=== design 1 ===
Design 1, gate-type map:
(2 px per µm)
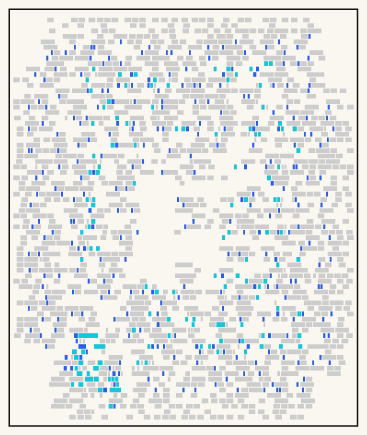
Design 1, port wiring:
(2 px per µm)
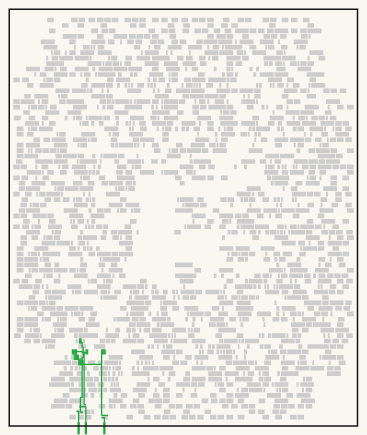
**src/rtl/digest_out_sequencer_pkg.sv**
```systemverilog
// Shared types and constants for the digest output sequencer.
// Digest word order: H0 is the most significant word of the packed input.
package digest_pkg;

  localparam int WORD_W    = 32;
  localparam int NUM_WORDS = 8;
  localparam int IDX_W     = 3;

  localparam logic [IDX_W-1:0] LAST_IDX =
    IDX_W'(NUM_WORDS - 1);

  typedef enum logic [1:0] {
    EMPTY,
    HOLD,
    STREAM
  } state_t;

  typedef logic [NUM_WORDS-1:0][WORD_W-1:0] digest_words_t;

  function automatic digest_words_t unpack_digest(
    input logic [NUM_WORDS*WORD_W-1:0] d
  );
    digest_words_t w;
    for (int i = 0; i < NUM_WORDS; i++) begin
      w[i] = d[WORD_W*(NUM_WORDS-1-i) +: WORD_W];
    end
    return w;
  endfunction

endpackage

```
**src/rtl/digest_out_sequencer_if.sv**
```systemverilog
// Word stream toward the display driver / UART packer.
// The sequencer is master; the consumer only drives out_ready.
interface digest_out_sequencer_if;
  import digest_pkg::*;

  logic [WORD_W-1:0] word_out;
  logic [IDX_W-1:0]  word_idx;
  logic              out_valid;
  logic              out_last;
  logic              out_ready;

  modport master (
    output word_out,
    output word_idx,
    output out_valid,
    output out_last,
    input  out_ready
  );

  modport slave (
    input  word_out,
    input  word_idx,
    input  out_valid,
    input  out_last,
    output out_ready
  );

endinterface

```
**src/rtl/digest_word_mux.sv**
```systemverilog
// Combinational 8:1 digest word selector.
// The caller registers the result.
module digest_word_mux
  import digest_pkg::*;
(
  input  digest_words_t     words,
  input  logic [IDX_W-1:0]  ptr,
  output logic [WORD_W-1:0] word
);

  assign word = words[ptr];

endmodule

```
**src/rtl/digest_out_sequencer.sv**
```systemverilog
// Holds the final digest and presents it one word at a time,
// either from the switch index or as a valid/ready stream.
module digest_out_sequencer
  import digest_pkg::*;
(
  input  logic                        clk,
  input  logic                        rst,
  input  logic                        digest_valid,
  input  logic [NUM_WORDS*WORD_W-1:0] digest_in,
  input  logic                        mode,
  input  logic [IDX_W-1:0]            sel,
  digest_out_sequencer_if.master      stream,
  output logic                        busy,
  output logic                        overrun
);

  state_t            state, state_nxt;
  logic [IDX_W-1:0]  idx, idx_nxt;
  digest_words_t     store, store_nxt;
  logic              capture, drop;
  logic              hs, last_hs;
  logic [IDX_W-1:0]  ptr;
  logic [WORD_W-1:0] mux_word;

  logic [WORD_W-1:0] word_nxt;
  logic [IDX_W-1:0]  widx_nxt;
  logic              valid_nxt, last_nxt;

  assign hs      = stream.out_valid && stream.out_ready;
  assign last_hs = hs && (idx == LAST_IDX);

  always_ff @(posedge clk) begin
    if (rst) begin
      state   <= EMPTY;
      idx     <= '0;
      store   <= '0;
      overrun <= 1'b0;
    end else begin
      state <= state_nxt;
      idx   <= idx_nxt;
      store <= store_nxt;
      if (drop) overrun <= 1'b1;
    end
  end

  // Mode is only honoured outside a stream or on its final handshake.
  always_comb begin
    state_nxt = state;
    idx_nxt   = idx;
    capture   = 1'b0;
    drop      = 1'b0;
    unique case (state)
      EMPTY, HOLD: begin
        if (digest_valid) begin
          capture   = 1'b1;
          state_nxt = mode ? STREAM : HOLD;
          idx_nxt   = '0;
        end else if (state == HOLD && mode) begin
          state_nxt = STREAM;
          idx_nxt   = '0;
        end
      end
      STREAM: begin
        drop = digest_valid && !last_hs;
        if (last_hs) begin
          capture   = digest_valid;
          state_nxt = mode ? STREAM : HOLD;
          idx_nxt   = '0;
        end else if (hs) begin
          idx_nxt = idx + 1'b1;
        end
      end
      default: state_nxt = EMPTY;
    endcase
  end

  // Read the post-capture contents so a new digest shows next cycle.
  assign store_nxt = capture ? unpack_digest(digest_in) : store;
  assign ptr = (state_nxt == STREAM) ? idx_nxt : sel;

  digest_word_mux u_mux (
    .words (store_nxt),
    .ptr   (ptr),
    .word  (mux_word)
  );

  always_comb begin
    word_nxt  = '0;
    widx_nxt  = '0;
    valid_nxt = 1'b0;
    last_nxt  = 1'b0;
    unique case (state_nxt)
      HOLD: begin
        word_nxt = mux_word;
        widx_nxt = sel;
      end
      STREAM: begin
        word_nxt  = mux_word;
        widx_nxt  = idx_nxt;
        valid_nxt = 1'b1;
        last_nxt  = (idx_nxt == LAST_IDX);
      end
      default: ;
    endcase
  end

  always_ff @(posedge clk) begin
    if (rst) begin
      stream.word_out  <= '0;
      stream.word_idx  <= '0;
      stream.out_valid <= 1'b0;
      stream.out_last  <= 1'b0;
      busy             <= 1'b0;
    end else begin
      stream.word_out  <= word_nxt;
      stream.word_idx  <= widx_nxt;
      stream.out_valid <= valid_nxt;
      stream.out_last  <= last_nxt;
      busy             <= valid_nxt;
    end
  end

endmodule

```
**src/flat_wrapper.sv**
```systemverilog
// flat-port wrapper written by rule: the top's interface ports become plain ports
module digest_out_sequencer_flat import digest_pkg::*;
  (clk, rst, digest_valid, digest_in, mode, sel, busy, overrun, stream_word_out, stream_word_idx, stream_out_valid, stream_out_last, stream_out_ready);
  digest_out_sequencer_if stream_i ();
  input  logic clk;
  input  logic rst;
  input  logic digest_valid;
  input  logic [NUM_WORDS*WORD_W-1:0] digest_in;
  input  logic mode;
  input  logic [IDX_W-1:0] sel;
  output logic busy;
  output logic overrun;
  output wire logic [$bits(stream_i.word_out)-1:0] stream_word_out;
  output wire logic [$bits(stream_i.word_idx)-1:0] stream_word_idx;
  output wire logic [$bits(stream_i.out_valid)-1:0] stream_out_valid;
  output wire logic [$bits(stream_i.out_last)-1:0] stream_out_last;
  input wire logic [$bits(stream_i.out_ready)-1:0] stream_out_ready;
  assign stream_word_out = stream_i.word_out;
  assign stream_word_idx = stream_i.word_idx;
  assign stream_out_valid = stream_i.out_valid;
  assign stream_out_last = stream_i.out_last;
  assign stream_i.out_ready = stream_out_ready;
  digest_out_sequencer u_core (.clk(clk), .rst(rst), .digest_valid(digest_valid), .digest_in(digest_in), .mode(mode), .sel(sel), .stream(stream_i), .busy(busy), .overrun(overrun));
endmodule
```
**config.mk**
```make
export PLATFORM = sky130hd
export DESIGN_NAME = digest_out_sequencer_flat
export DESIGN_NICKNAME = d
export VERILOG_FILES = /design/src/rtl/digest_out_sequencer_pkg.sv /design/src/rtl/digest_out_sequencer_if.sv /design/src/rtl/digest_word_mux.sv /design/src/rtl/digest_out_sequencer.sv /design/src/flat_wrapper.sv
export SDC_FILE = /design/constraint.sdc
export NUM_CORES = 1
export LEC_CHECK = 0
export CAP_MARGIN = 15
export CORE_ASPECT_RATIO = 1.2
export CORE_UTILIZATION = 35
export DETAILED_ROUTE_END_ITERATION = 8
export GPL_ROUTABILITY_DRIVEN = 0
export PLACE_DENSITY_LB_ADDON = 0.12
export RECOVER_POWER = 25
export SETUP_SLACK_MARGIN = 0.05
export SYNTH_ARGS = -nofsm -noshare
export SYNTH_HDL_FRONTEND = slang
export SYNTH_SLANG_ARGS = --single-unit
```
**constraint.sdc**
```tcl
create_clock -name clk -period 5.15 [get_ports clk]
set_input_delay 1.03 -clock clk [delete_from_list [all_inputs] [get_ports clk]]
set_output_delay 1.03 -clock clk [all_outputs]
set_load 0.02 [all_outputs]
```
==> reports/qor.yml <==
outcome: "finished with violations"
violations: "capacitance limit, slew limit"
setup-violations-final: 0
ys_sh_aoi_pct: 5.91
hold_start: "u_core.store[223]$_SDFF_PP0_"
mux_share_pct: 28.7
syn-num-nets: 1532
clockBufferDepth: 3
cts_tree: "yes"
path_buffers: 2
r2r_slack_ns: 1.62
worstSetupPathType: "in -> reg"
fin_ws_ns: 1.10
ys_seq_share_pct: 48.5
drv_slew: 272
synth.distinct_cells: 40
cp_max_fo: 94
ys_ff: 299
die_w_um: 173
worstPathCellList: "clkbuf_2, clkbuf_2, nor2_1, and4_1"
maxCapViolCount: 3
ys_top_logic_family: "multiplexers"
dominantRegCellSynth: "dfxtp_1"
seq_cell_power_w: 0.00254
power.switching_w: 0.00170
grtUsageTotal_pct: 21.0
finalSetupTns_ns: 0
grt_max_degree: 95
slowest_delay_ns: 1.54
drive_gt1_share_pct: 6.41
post-synth-top-area-cell: "dfxtp_1"
grt-ovfl-total: 0
ys_area_um2: 12300
rows: 74
dp.cells: 1955
period_minus_slack_ns: 4.05
xor_share_pct: 0
critPathTopFamily: "buffers and inverters"
routed_wl_mm: 38.2
powerClk_w: 0.00256
vias: 9786
comb_power_share_pct: 20.2
synth_top_cell_by_count: "mux2i_1"
Notes on 'gate-type map' of design 1 above:
aoi and oai cells: shown in cyan, cells 121, most used a21oi_1. nor cells: shown in blue, cells 299, most used nor2_1, where spread over the die.
fin cells: 2018
most numerous logic cell after layout: mux2i_1
combinational share of cell area: 34.6%

Notes on 'port wiring' of design 1 above:
sel: shown in green, bits 3, direction input, edge bottom, end cells 6, wire 146 µm.
Port Buf Inserts: 302
IO Pins: 303

-- layout make-up --
class / instances / area [µm²] / area share (%)
Sequential cell: 299 / 5990 / 35.2
Inverter: 6 / 22.5 / 0.132
Tap cell: 456 / 571 / 3.35
Multi-Input combinational cell: 864 / 5890 / 34.6
Clock buffer: 52 / 1090 / 6.42
Antenna cell: 2 / 5.00 / 0.0294
Clock inverter: 9 / 120 / 0.706
Timing Repair Buffer: 330 / 3320 / 19.5
-- metal layers --
metal	part of all wire, %	track usage (%)	wire length, µm
met1	48	29.9	18400
met2	44	32.1	16800
met3	6.0	4.03	2290
met4	1.8	5.61	675
met5	0.063	0	24

=== design 2 ===
Design 2, where the registers sit:
(3 px per µm) Other sequential cells in the stronger grey, the rest of the logic in the fainter grey.
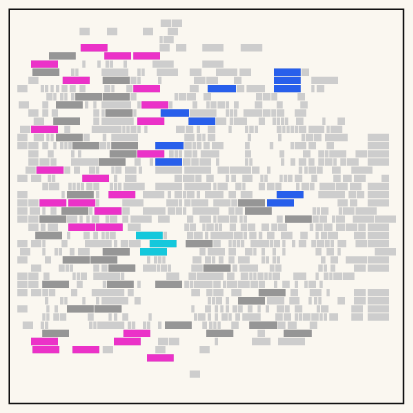
Design 2, clock routing:
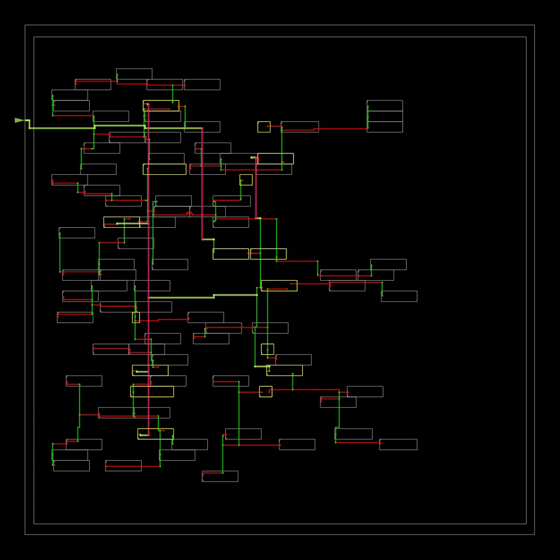
Design 2, port wiring:
(3 px per µm)
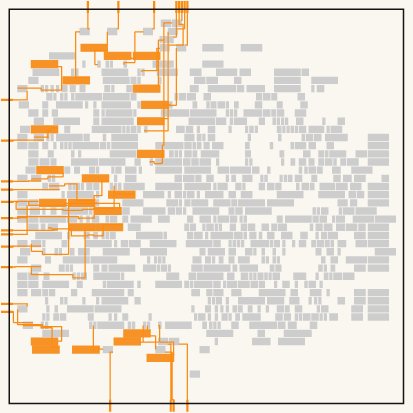
[src/rtl/video_timing_pkg.sv]
// video_timing_pkg: 640x480@60 raster constants, derived totals,
// FSM state type and an integer window helper shared by the scan-out logic.
package video_timing_pkg;

    localparam int VT_CLK_DIV  = 5;
    localparam int VT_H_SYNC   = 96;
    localparam int VT_H_BP     = 48;
    localparam int VT_H_ACTIVE = 640;
    localparam int VT_H_FP     = 16;
    localparam int VT_V_SYNC   = 2;
    localparam int VT_V_BP     = 33;
    localparam int VT_V_ACTIVE = 480;
    localparam int VT_V_FP     = 10;

    localparam int VT_H_TOTAL =
        VT_H_SYNC + VT_H_BP + VT_H_ACTIVE + VT_H_FP;
    localparam int VT_V_TOTAL =
        VT_V_SYNC + VT_V_BP + VT_V_ACTIVE + VT_V_FP;

    typedef enum logic {
        IDLE = 1'b0,
        RUN  = 1'b1
    } vt_state_e;

    // 11-bit so an upper bound of exactly 1024 still compares correctly.
    function automatic logic in_win(
        input logic [10:0] v,
        input logic [10:0] lo,
        input logic [10:0] hi
    );
        return (v >= lo) && (v < hi);
    endfunction

endpackage

[src/rtl/pix_prefetch.sv]
// pix_prefetch: one-deep pixel holding register with valid/ready intake.
// Ports: clk_i/rst_i; fetch_i (window where a pixel may be taken),
// slot_end_i (slot boundary), enter_act_i (boundary into an active slot),
// pix_valid_i/pix_rgb_i/pix_ready_o (upstream handshake),
// rgb_o (pixel shown for the current slot), uf_evt_o (underflow strobe).
module pix_prefetch
    import video_timing_pkg::*;
(
    input  logic        clk_i,
    input  logic        rst_i,
    input  logic        fetch_i,
    input  logic        slot_end_i,
    input  logic        enter_act_i,
    input  logic        pix_valid_i,
    input  logic [23:0] pix_rgb_i,
    output logic        pix_ready_o,
    output logic [23:0] rgb_o,
    output logic        uf_evt_o
);

    logic        got_q;
    logic        got_d;
    logic [23:0] hold_q;
    logic [23:0] hold_d;
    logic [23:0] rgb_q;
    logic [23:0] rgb_d;
    logic        xfer;

    // fetch_i is never high in the last phase of a slot, so a transfer
    // can not coincide with the boundary that consumes the pixel.
    assign pix_ready_o = fetch_i && !got_q;
    assign xfer        = pix_valid_i && pix_ready_o;
    assign uf_evt_o    = enter_act_i && !got_q;
    assign rgb_o       = rgb_q;

    always_comb begin
        got_d  = got_q;
        hold_d = hold_q;
        rgb_d  = rgb_q;
        if (xfer) begin
            got_d  = 1'b1;
            hold_d = pix_rgb_i;
        end
        if (slot_end_i) begin
            got_d = 1'b0;
            rgb_d = (enter_act_i && got_q) ? hold_q : '0;
        end
    end

    always_ff @(posedge clk_i or posedge rst_i) begin
        if (rst_i) begin
            got_q  <= 1'b0;
            hold_q <= '0;
            rgb_q  <= '0;
        end else begin
            got_q  <= got_d;
            hold_q <= hold_d;
            rgb_q  <= rgb_d;
        end
    end

endmodule

[src/rtl/video_timing_ctrl.sv]
// video_timing_ctrl: slot phase / load strobe, raster counters, IDLE/RUN FSM.
// Ports: clk_x5/reset; enable; pix_valid/pix_rgb/pix_ready (source);
// load, de, hsync, vsync, rgb, x, y, line_start, frame_start (scan-out);
// underflow (sticky) with clr_underflow.
module video_timing_ctrl
    import video_timing_pkg::*;
#(
    parameter int CLK_DIV  = VT_CLK_DIV,
    parameter int H_SYNC   = VT_H_SYNC,
    parameter int H_BP     = VT_H_BP,
    parameter int H_ACTIVE = VT_H_ACTIVE,
    parameter int H_FP     = VT_H_FP,
    parameter int V_SYNC   = VT_V_SYNC,
    parameter int V_BP     = VT_V_BP,
    parameter int V_ACTIVE = VT_V_ACTIVE,
    parameter int V_FP     = VT_V_FP
) (
    input  logic        clk_x5,
    input  logic        reset,
    input  logic        enable,
    input  logic        pix_valid,
    input  logic [23:0] pix_rgb,
    output logic        pix_ready,
    output logic        load,
    output logic        de,
    output logic        hsync,
    output logic        vsync,
    output logic [23:0] rgb,
    output logic [9:0]  x,
    output logic [9:0]  y,
    output logic        line_start,
    output logic        frame_start,
    output logic        underflow,
    input  logic        clr_underflow
);

    localparam int H_TOTAL = H_SYNC + H_BP + H_ACTIVE + H_FP;
    localparam int V_TOTAL = V_SYNC + V_BP + V_ACTIVE + V_FP;
    localparam int PW      = $clog2(CLK_DIV);

    localparam logic [PW-1:0] P_LAST = PW'(CLK_DIV - 1);
    localparam logic [9:0]  H_LAST = 10'(H_TOTAL - 1);
    localparam logic [9:0]  V_LAST = 10'(V_TOTAL - 1);
    localparam logic [9:0]  H_SY   = 10'(H_SYNC);
    localparam logic [9:0]  V_SY   = 10'(V_SYNC);
    localparam logic [9:0]  H_A0   = 10'(H_SYNC + H_BP);
    localparam logic [9:0]  V_A0   = 10'(V_SYNC + V_BP);
    localparam logic [10:0] H_A1   = 11'(H_SYNC + H_BP + H_ACTIVE);
    localparam logic [10:0] V_A1   = 11'(V_SYNC + V_BP + V_ACTIVE);

    if (CLK_DIV < 2 || H_TOTAL > 1024 || V_TOTAL > 1024) begin : g_cfg_err
        $error("video_timing_ctrl: timing parameters out of range");
    end

    logic [PW-1:0] p_q, p_d;
    logic          load_q;
    vt_state_e     state_q, state_d;
    logic [9:0]    hc_q, hc_d;
    logic [9:0]    vc_q, vc_d;
    logic          uf_q, uf_d;

    logic       slot_end;
    logic       run;
    logic       h_end;
    logic       frame_end;
    logic [9:0] hc_nx;
    logic [9:0] vc_nx;
    logic       cur_act;
    logic       next_act;
    logic       fetch;
    logic       enter_act;
    logic       uf_evt;

    assign slot_end  = (p_q == P_LAST);
    assign p_d       = slot_end ? '0 : p_q + PW'(1);
    assign run       = (state_q == RUN);
    assign h_end     = (hc_q == H_LAST);
    assign frame_end = h_end && (vc_q == V_LAST);

    // Position of the slot that follows the current one while running.
    assign hc_nx = h_end ? '0 : hc_q + 10'd1;
    assign vc_nx = !h_end ? vc_q :
                   (vc_q == V_LAST) ? '0 : vc_q + 10'd1;

    assign cur_act = run
        && in_win({1'b0, hc_q}, {1'b0, H_A0}, H_A1)
        && in_win({1'b0, vc_q}, {1'b0, V_A0}, V_A1);

    // Leaving RUN only happens at a frame end, whose successor
    // (hc=vc=0) is never active, so enable need not be consulted.
    assign next_act = run
        && in_win({1'b0, hc_nx}, {1'b0, H_A0}, H_A1)
        && in_win({1'b0, vc_nx}, {1'b0, V_A0}, V_A1);

    assign fetch     = next_act && !slot_end;
    assign enter_act = slot_end && next_act;

    always_comb begin
        state_d = state_q;
        hc_d    = hc_q;
        vc_d    = vc_q;
        if (slot_end) begin
            unique case (state_q)
                IDLE: begin
                    hc_d = '0;
                    vc_d = '0;
                    if (enable) state_d = RUN;
                end
                RUN: begin
                    hc_d = hc_nx;
                    vc_d = vc_nx;
                    if (frame_end && !enable) state_d = IDLE;
                end
            endcase
        end
    end

    always_comb begin
        uf_d = uf_q;
        if (uf_evt) begin
            uf_d = 1'b1;
        end else if (clr_underflow) begin
            uf_d = 1'b0;
        end
    end

    always_ff @(posedge clk_x5 or posedge reset) begin
        if (reset) begin
            p_q     <= '0;
            load_q  <= 1'b0;
            state_q <= IDLE;
            hc_q    <= '0;
            vc_q    <= '0;
            uf_q    <= 1'b0;
        end else begin
            p_q     <= p_d;
            load_q  <= (p_d == P_LAST);
            state_q <= state_d;
            hc_q    <= hc_d;
            vc_q    <= vc_d;
            uf_q    <= uf_d;
        end
    end

    pix_prefetch u_prefetch (
        .clk_i       (clk_x5),
        .rst_i       (reset),
        .fetch_i     (fetch),
        .slot_end_i  (slot_end),
        .enter_act_i (enter_act),
        .pix_valid_i (pix_valid),
        .pix_rgb_i   (pix_rgb),
        .pix_ready_o (pix_ready),
        .rgb_o       (rgb),
        .uf_evt_o    (uf_evt)
    );

    assign load        = load_q;
    assign de          = cur_act;
    assign hsync       = run && (hc_q < H_SY);
    assign vsync       = run && (vc_q < V_SY);
    assign x           = cur_act ? hc_q - H_A0 : '0;
    assign y           = cur_act ? vc_q - V_A0 : '0;
    assign line_start  = run && (p_q == '0) && (hc_q == '0);
    assign frame_start = line_start && (vc_q == '0);
    assign underflow   = uf_q;

endmodule

[config.mk]
export PLATFORM = sky130hd
export DESIGN_NAME = video_timing_ctrl
export DESIGN_NICKNAME = d
export VERILOG_FILES = /design/src/rtl/video_timing_pkg.sv /design/src/rtl/pix_prefetch.sv /design/src/rtl/video_timing_ctrl.sv
export SDC_FILE = /design/constraint.sdc
export NUM_CORES = 1
export LEC_CHECK = 0
export ABC_AREA = 1
export CAP_MARGIN = 30
export CORE_MARGIN = 2
export CORE_UTILIZATION = 26
export DETAILED_ROUTE_END_ITERATION = 6
export HOLD_SLACK_MARGIN = 0.05
export PLACE_DENSITY = 0.57
export SETUP_SLACK_MARGIN = 0.02
export SLEW_MARGIN = 20
export SYNTH_ARGS = -nofsm -noshare
export SYNTH_HDL_FRONTEND = slang
export SYNTH_SLANG_ARGS = --single-unit
[constraint.sdc]
create_clock -name clk_x5 -period 2.15 [get_ports clk_x5]
set_input_delay 0.215 -clock clk_x5 [delete_from_list [all_inputs] [get_ports clk_x5]]
set_output_delay 0.215 -clock clk_x5 [all_outputs]
set_load 0.05 [all_outputs]
==> reports/qor.yml <==
first_iter_violations: 195
synth_top_cell_by_count: "nand2_1"
synth_area_um2: 4190
irDropWorstVdd_v: 0.000370
fin_ws_ns: -0.487
dominantRegCellSynth: "dfrtp_1"
holdWs_ns: 0.259
outcome: "finished with violations"
grt_max_degree: 41
mux_share_pct: 0
met1_usage_pct: 22.9
cts-hold-fix-buffers: 0
die_area_um2: 17100
antenna_found_initial: 0
violations: "setup timing"
via_per_inst: 4.70
fp_util_pct: 26.5
pwr-share-clk_pct: 52.2
rows: 46
syn-num-nets: 590
worst-r2r-cell-count: 17
post-route-period-util_pct: 123
fin_cells: 940
switching_share_pct: 21.4
antennaDiodeCount: 0
preCtsSetupSlack_ns: -0.199
async_flop_share_pct: 100
setup-violations-final: 74
final_cell_mix: "nand2_1, buf_4, dfrtp_1"
comb_power_share_pct: 3.2
ys_sh_aoi_pct: 5.44
clockBufferDepth: 2
slowest_delay_ns: 0.42
ys_seq_share_pct: 44.8
endpoint: "x[7]"
worst_pin_slew_ns: 0.508
grt_pass1_wl_mm: 22.0
finalHoldViolCount: 0
lay_top_count: "nand2_1"
path_depth: 12
hp-class: "in -> async"
ys_area_um2: 4190
fmax_ghz: 0.379
simple_gate_share_pct: 36.8
dr.pass1.iters: 4
pwr_density_cell_nw_per_um2: 434
dieHeight_um: 131
design.core.area_um2: 15800
placed_area_um2: 6170
p_seq_share_pct: 44.6
top_cells_by_area: "dfrtp_1, nand2_1, nand4_1"
r2r-end: "u_prefetch.rgb_o[2]$_DFFE_PP0P_"
critPathMostFrequentCell: "nand2_2"
clk_latency_ns: 0.34
## Picture notes: 'where the registers sit' of design 2
p_q: shown in cyan, flops 3. u_prefetch.rgb_o: shown in magenta, flops 24. hc_q: shown in blue, flops 10.
Another 38 sequential cells are not coloured.
FF+latch area: 1880 µm²
sequential cell area share: 25.8%
Seq group: 0.00141 W
fin util: 46.1%

## Picture notes: 'clock routing' of design 2
CTS sink cnt: 75
Worst Skew: 0.00735 ns
seq_cells: 75

## Picture notes: 'port wiring' of design 2
rgb: shown in orange, bits 24, direction output, edge 12 left, 8 top, 4 bottom, end cells 24, wire 884 µm.
Port Buf Inserts: 80
IO Pins: 81

-- layout make-up --
| type | count | area (µm²) |
|---|---|---|
| timing repair buffer | 188 | 2070 |
| tap | 216 | 270 |
| inverter | 45 | 175 |
| fill | 1512 | 8530 |
| clock inverter | 7 | 100 |
| clock buffer | 9 | 225 |
| sequential | 75 | 1880 |
| multi-input combinational | 400 | 2580 |
-- per-layer routing --
metal  vias to the layer above  share of wire, %
li1                       2156                 -
met1                      2102                46
met2                       137                48
met3                        19               4.8
met4                         0               1.5
met5                         -                 0

=== design 3 ===
Design 3, gate-type map:
(10 px per µm)
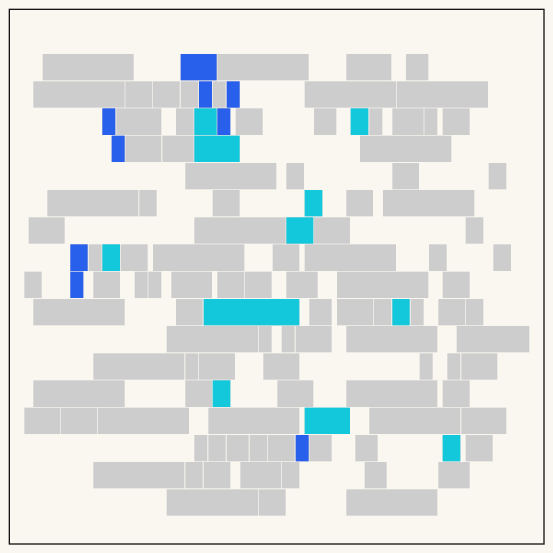
Design 3, clock routing:
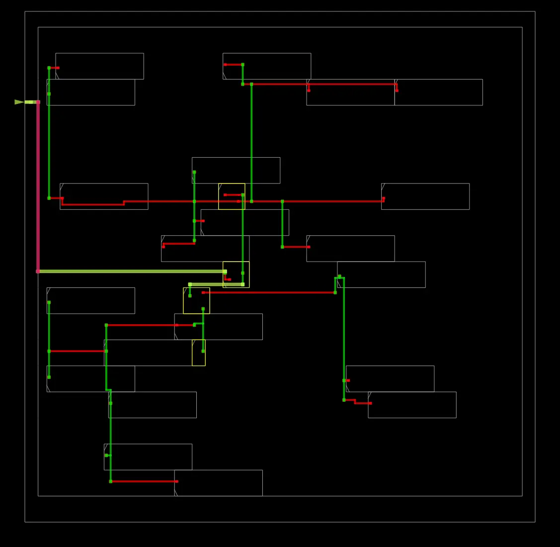
Design 3, port wiring:
(8 px per µm)
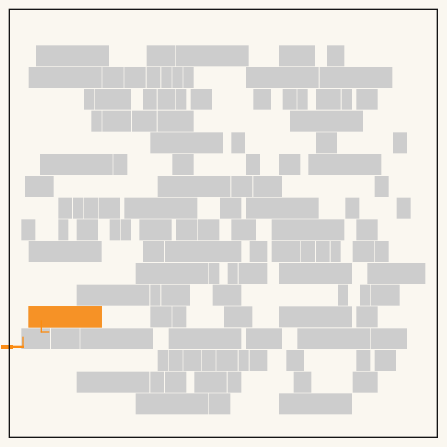
[config.mk]
export PLATFORM = sky130hd
export DESIGN_NAME = coin_collector
export DESIGN_NICKNAME = d
export VERILOG_FILES = /design/src/rtl/coin_collector.sv
export SDC_FILE = /design/constraint.sdc
export NUM_CORES = 1
export LEC_CHECK = 0
export CAP_MARGIN = 20
export CELL_PAD_IN_SITES_DETAIL_PLACEMENT = 0
export CELL_PAD_IN_SITES_GLOBAL_PLACEMENT = 1
export CORE_UTILIZATION = 37
export CTS_CLUSTER_SIZE = 16
export DETAILED_ROUTE_END_ITERATION = 6
export PLACE_DENSITY = 0.7
export SLEW_MARGIN = 20
export SYNTH_ARGS = -nofsm -noshare
export SYNTH_HDL_FRONTEND = slang
export SYNTH_SLANG_ARGS = --single-unit
[constraint.sdc]
create_clock -name clk -period 1.3 [get_ports clk]
set_input_delay 0.39 -clock clk [delete_from_list [all_inputs] [get_ports clk]]
set_output_delay 0.39 -clock clk [all_outputs]
set_load 0.01 [all_outputs]
[src/rtl/coin_collector.sv]
// coin_collector: coin front end for the drink vending machine.
// Synchronises and debounces the two raw coin sensors, accumulates the
// coins of one customer transaction and hands the totals to the drink
// controller after an idle timeout. Also handles cancel (refund) and
// coins that cannot be accepted (reject).

// CoinDebounce: 2-flop synchroniser followed by a saturating debounce
// counter. Emits a single-cycle qualify pulse per sufficiently long high
// period of the raw sensor line.
module CoinDebounce #(
  parameter int unsigned DEBOUNCE = 3
) (
  input  logic clk_i,
  input  logic rst_ni,
  input  logic coin_i,
  output logic qualify_o
);

  localparam int unsigned CW = $clog2(DEBOUNCE + 1);
  localparam logic [CW-1:0] DEB_MAX  = CW'(DEBOUNCE);
  localparam logic [CW-1:0] DEB_LAST = CW'(DEBOUNCE - 1);

  logic [1:0]    sync_q;
  logic [CW-1:0] cnt_q;
  logic [CW-1:0] cnt_d;
  logic          synced;

  assign synced = sync_q[1];

  // Two-stage synchroniser for the asynchronous sensor line.
  always_ff @(posedge clk_i or negedge rst_ni) begin
    if (!rst_ni) begin
      sync_q <= 2'b00;
    end else begin
      sync_q <= {sync_q[0], coin_i};
    end
  end

  // Debounce count: climbs while the line is high, parks at DEBOUNCE, clears on low.
  always_comb begin
    cnt_d = cnt_q;
    if (!synced) begin
      cnt_d = '0;
    end else if (cnt_q != DEB_MAX) begin
      cnt_d = cnt_q + 1'b1;
    end
  end

  // Debounce counter register.
  always_ff @(posedge clk_i or negedge rst_ni) begin
    if (!rst_ni) begin
      cnt_q <= '0;
    end else begin
      cnt_q <= cnt_d;
    end
  end

  // The coin qualifies on the edge where the count reaches DEBOUNCE, so the
  // consumer updates on that same edge; the parked count blocks repeats.
  assign qualify_o = synced && (cnt_q == DEB_LAST);

endmodule

// Top level: transaction FSM and coin accounting.
module coin_collector #(
  parameter int unsigned DEBOUNCE = 3,
  parameter int unsigned TIMEOUT  = 16
) (
  input  logic       clk,
  input  logic       reset,
  input  logic       coin_half_in,
  input  logic       coin_one_in,
  input  logic       cancel,
  output logic [1:0] half_dollar,
  output logic [1:0] one_dollar,
  output logic       ena,
  output logic       refund,
  output logic       reject,
  output logic [1:0] state
);

  localparam int unsigned TW = $clog2(TIMEOUT);
  localparam logic [TW-1:0] TIMER_LAST = TW'(TIMEOUT - 1);
  localparam logic [1:0]    COUNT_MAX  = 2'd3;

  typedef enum logic [1:0] {
    IDLE    = 2'd0,
    COLLECT = 2'd1,
    ISSUE   = 2'd2,
    REFUND  = 2'd3
  } state_e;

  state_e        state_q;
  state_e        state_d;
  logic [1:0]    halfCount_q;
  logic [1:0]    halfCount_d;
  logic [1:0]    oneCount_q;
  logic [1:0]    oneCount_d;
  logic [TW-1:0] timer_q;
  logic [TW-1:0] timer_d;
  logic          reject_q;
  logic          reject_d;
  logic          ena_q;
  logic          ena_d;
  logic          refund_q;
  logic          refund_d;
  logic          counted;
  logic          qualHalf;
  logic          qualOne;

  CoinDebounce #(
    .DEBOUNCE (DEBOUNCE)
  ) u_debHalf (
    .clk_i     (clk),
    .rst_ni    (reset),
    .coin_i    (coin_half_in),
    .qualify_o (qualHalf)
  );

  CoinDebounce #(
    .DEBOUNCE (DEBOUNCE)
  ) u_debOne (
    .clk_i     (clk),
    .rst_ni    (reset),
    .coin_i    (coin_one_in),
    .qualify_o (qualOne)
  );

  // Next-state, count, timer and strobe logic for the transaction FSM.
  always_comb begin
    state_d     = state_q;
    halfCount_d = halfCount_q;
    oneCount_d  = oneCount_q;
    timer_d     = timer_q;
    reject_d    = 1'b0;
    counted     = 1'b0;

    case (state_q)
      IDLE: begin
        timer_d = '0;
        if (qualHalf) begin
          halfCount_d = 2'd1;
        end
        if (qualOne) begin
          oneCount_d = 2'd1;
        end
        if (qualHalf || qualOne) begin
          state_d = COLLECT;
        end
      end

      COLLECT: begin
        if (qualHalf) begin
          if (halfCount_q != COUNT_MAX) begin
            halfCount_d = halfCount_q + 2'd1;
            counted     = 1'b1;
          end else begin
            reject_d = 1'b1;
          end
        end
        if (qualOne) begin
          if (oneCount_q != COUNT_MAX) begin
            oneCount_d = oneCount_q + 2'd1;
            counted    = 1'b1;
          end else begin
            reject_d = 1'b1;
          end
        end
        // A rejected coin does not count as activity, so it does not restart the timer.
        if (counted) begin
          timer_d = '0;
        end else if (timer_q != TIMER_LAST) begin
          timer_d = timer_q + 1'b1;
        end
        // Cancel beats timeout when both land in the same cycle.
        if (cancel) begin
          state_d = REFUND;
        end else if (timer_q == TIMER_LAST) begin
          state_d = ISSUE;
        end
      end

      ISSUE, REFUND: begin
        reject_d    = qualHalf || qualOne;
        state_d     = IDLE;
        halfCount_d = 2'd0;
        oneCount_d  = 2'd0;
        timer_d     = '0;
      end

      default: begin
        state_d     = IDLE;
        halfCount_d = 2'd0;
        oneCount_d  = 2'd0;
        timer_d     = '0;
      end
    endcase

    ena_d    = (state_d == ISSUE);
    refund_d = (state_d == REFUND);
  end

  // State, count, timer and output strobe registers.
  always_ff @(posedge clk or negedge reset) begin
    if (!reset) begin
      state_q     <= IDLE;
      halfCount_q <= 2'd0;
      oneCount_q  <= 2'd0;
      timer_q     <= '0;
      reject_q    <= 1'b0;
      ena_q       <= 1'b0;
      refund_q    <= 1'b0;
    end else begin
      state_q     <= state_d;
      halfCount_q <= halfCount_d;
      oneCount_q  <= oneCount_d;
      timer_q     <= timer_d;
      reject_q    <= reject_d;
      ena_q       <= ena_d;
      refund_q    <= refund_d;
    end
  end

  assign half_dollar = halfCount_q;
  assign one_dollar  = oneCount_q;
  assign ena         = ena_q;
  assign refund      = refund_q;
  assign reject      = reject_q;
  assign state       = state_q;

endmodule

==> reports/qor.yml <==
critPathTopFamily: "flip-flops"
preCtsSetupSlack_ns: -0.0230
grt_pass1_wl_mm: 3.25
antennaDiodeCount: 0
syn_area_per_cell_um2: 11.5
logic_gate_count: 60
cts_tree: "yes"
holdWs_ns: 0.357
mux_share_pct: 3.08
clockBufferDepth: 2
worstPathCellList: "ha_4, and2_1, a32o_1, a22o_1"
first_iter_violations: 16
r2r_slack_ns: 0.04
drv_slew: 0
die_area_um2: 2840
drive_gt1_share_pct: 36.1
post_cts_buffers: 4
hpwl_mm: 1.33
synth_area_um2: 975
outcome: "complete, no violations"
largest_reg_flops: 4
synth.distinct_cells: 21
worst_pin_slew_ns: 0.248
via_per_inst: 5.05
met1_usage_pct: 21.3
power_w: 0.00211
maxCapViolCount: 0
endpoint: "reject$_DFF_PN0_"
yosys-stat-cells: 85
final.setup_skew_ns: 0.00654
grt_pass1_vias: 763
post-synth-top-area-cell: "dfrtp_1"
required_ns: 1.49
critPathLaunchType: "register"
nNonClkInverters: 4
simple_gate_share_pct: 15.4
ys_sh_aoi_pct: 14.4
ctsHtreeMaxLevel: 1
fin_util_pct: 54.5
warnings: 28
wl_met1_um: 864
die_w_um: 53.3
ant_nets: 0
final_area_um2: 1350
ys_seq_share_pct: 53.9
min_to: "u_debHalf.sync_q[1]$_DFF_PN0_"
nWellTaps: 30
sh_seq_area_pct: 38.9
met2_usage_pct: 24.8
buffers: 33
fin_ws_ns: 0.0409
fp_util_pct: 39.3
grtUsageMet3_pct: 4.02
fmax_ghz: 0.794
finalSetupTns_ns: 0
## Picture notes: 'gate-type map' of design 3
nor cells: shown in blue, cells 9, most used nor2_1. aoi and oai cells: shown in cyan, cells 11, most used o21ai_0.
combinational share of cell area: 36.6%
fin cells: 152
most numerous logic cell after layout: dfrtp_1

## Picture notes: 'clock routing' of design 3
CTS sink cnt: 21
clock latency (worst-skew pair): 0.29 ns

## Picture notes: 'port wiring' of design 3
coin_one_in: shown in orange, bits 1, direction input, edge left, end cells 1, wire 4.60 µm.
IO Pins: 14
Port Buf Inserts: 13

where the power goes:
group          internal, W  switching (W)
clock network     0.000119       0.000184
registers         0.000781      0.0000803
logic             0.000501       0.000445
synthesized netlist by cell type:
master,number
a211oi_1,2
a211oi_2,1
a21oi_1,2
a22o_1,1
a31oi_1,1
a32o_1,3
and2_1,5
and2b_4,1
dfrtp_1,21
ha_1,7
inv_1,4
mux2i_1,3
nand2_1,10
nand3_1,6
nor2_1,7
nor3_1,1
nor3_2,1
o21ai_0,4
o221a_2,1
o221ai_4,1
xnor2_1,3


==> layout pictures side by side <==
Cell area per tile.
panel A
(1.5 px per µm) 17 x 21 tiles, from dark purple (low) to yellow (high), 0 to 100% covered.
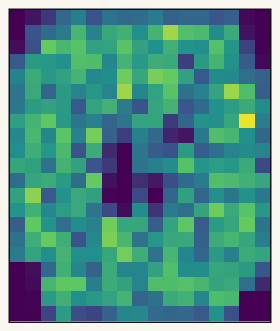
panel B
(4 px per µm) 11 x 11 tiles, from dark purple (low) to yellow (high), 0 to 100% covered.
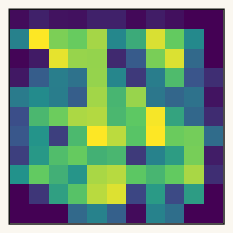
panel C
(2 px per µm) 13 x 13 tiles, from dark purple (low) to yellow (high), 0 to 100% covered.
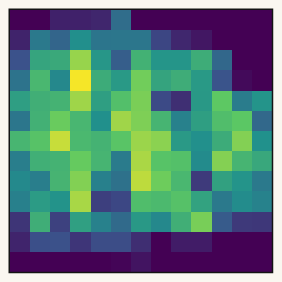
panel B: design 3
panel C: design 2
panel A: design 1

Key to panel A:
The fullest tile reaches 97%. 5.9% of the tiles are nearly empty. The mean over all tiles is 46%. The emptiest ninth of the die: centre.

Power and IR drop assume default switching activity.
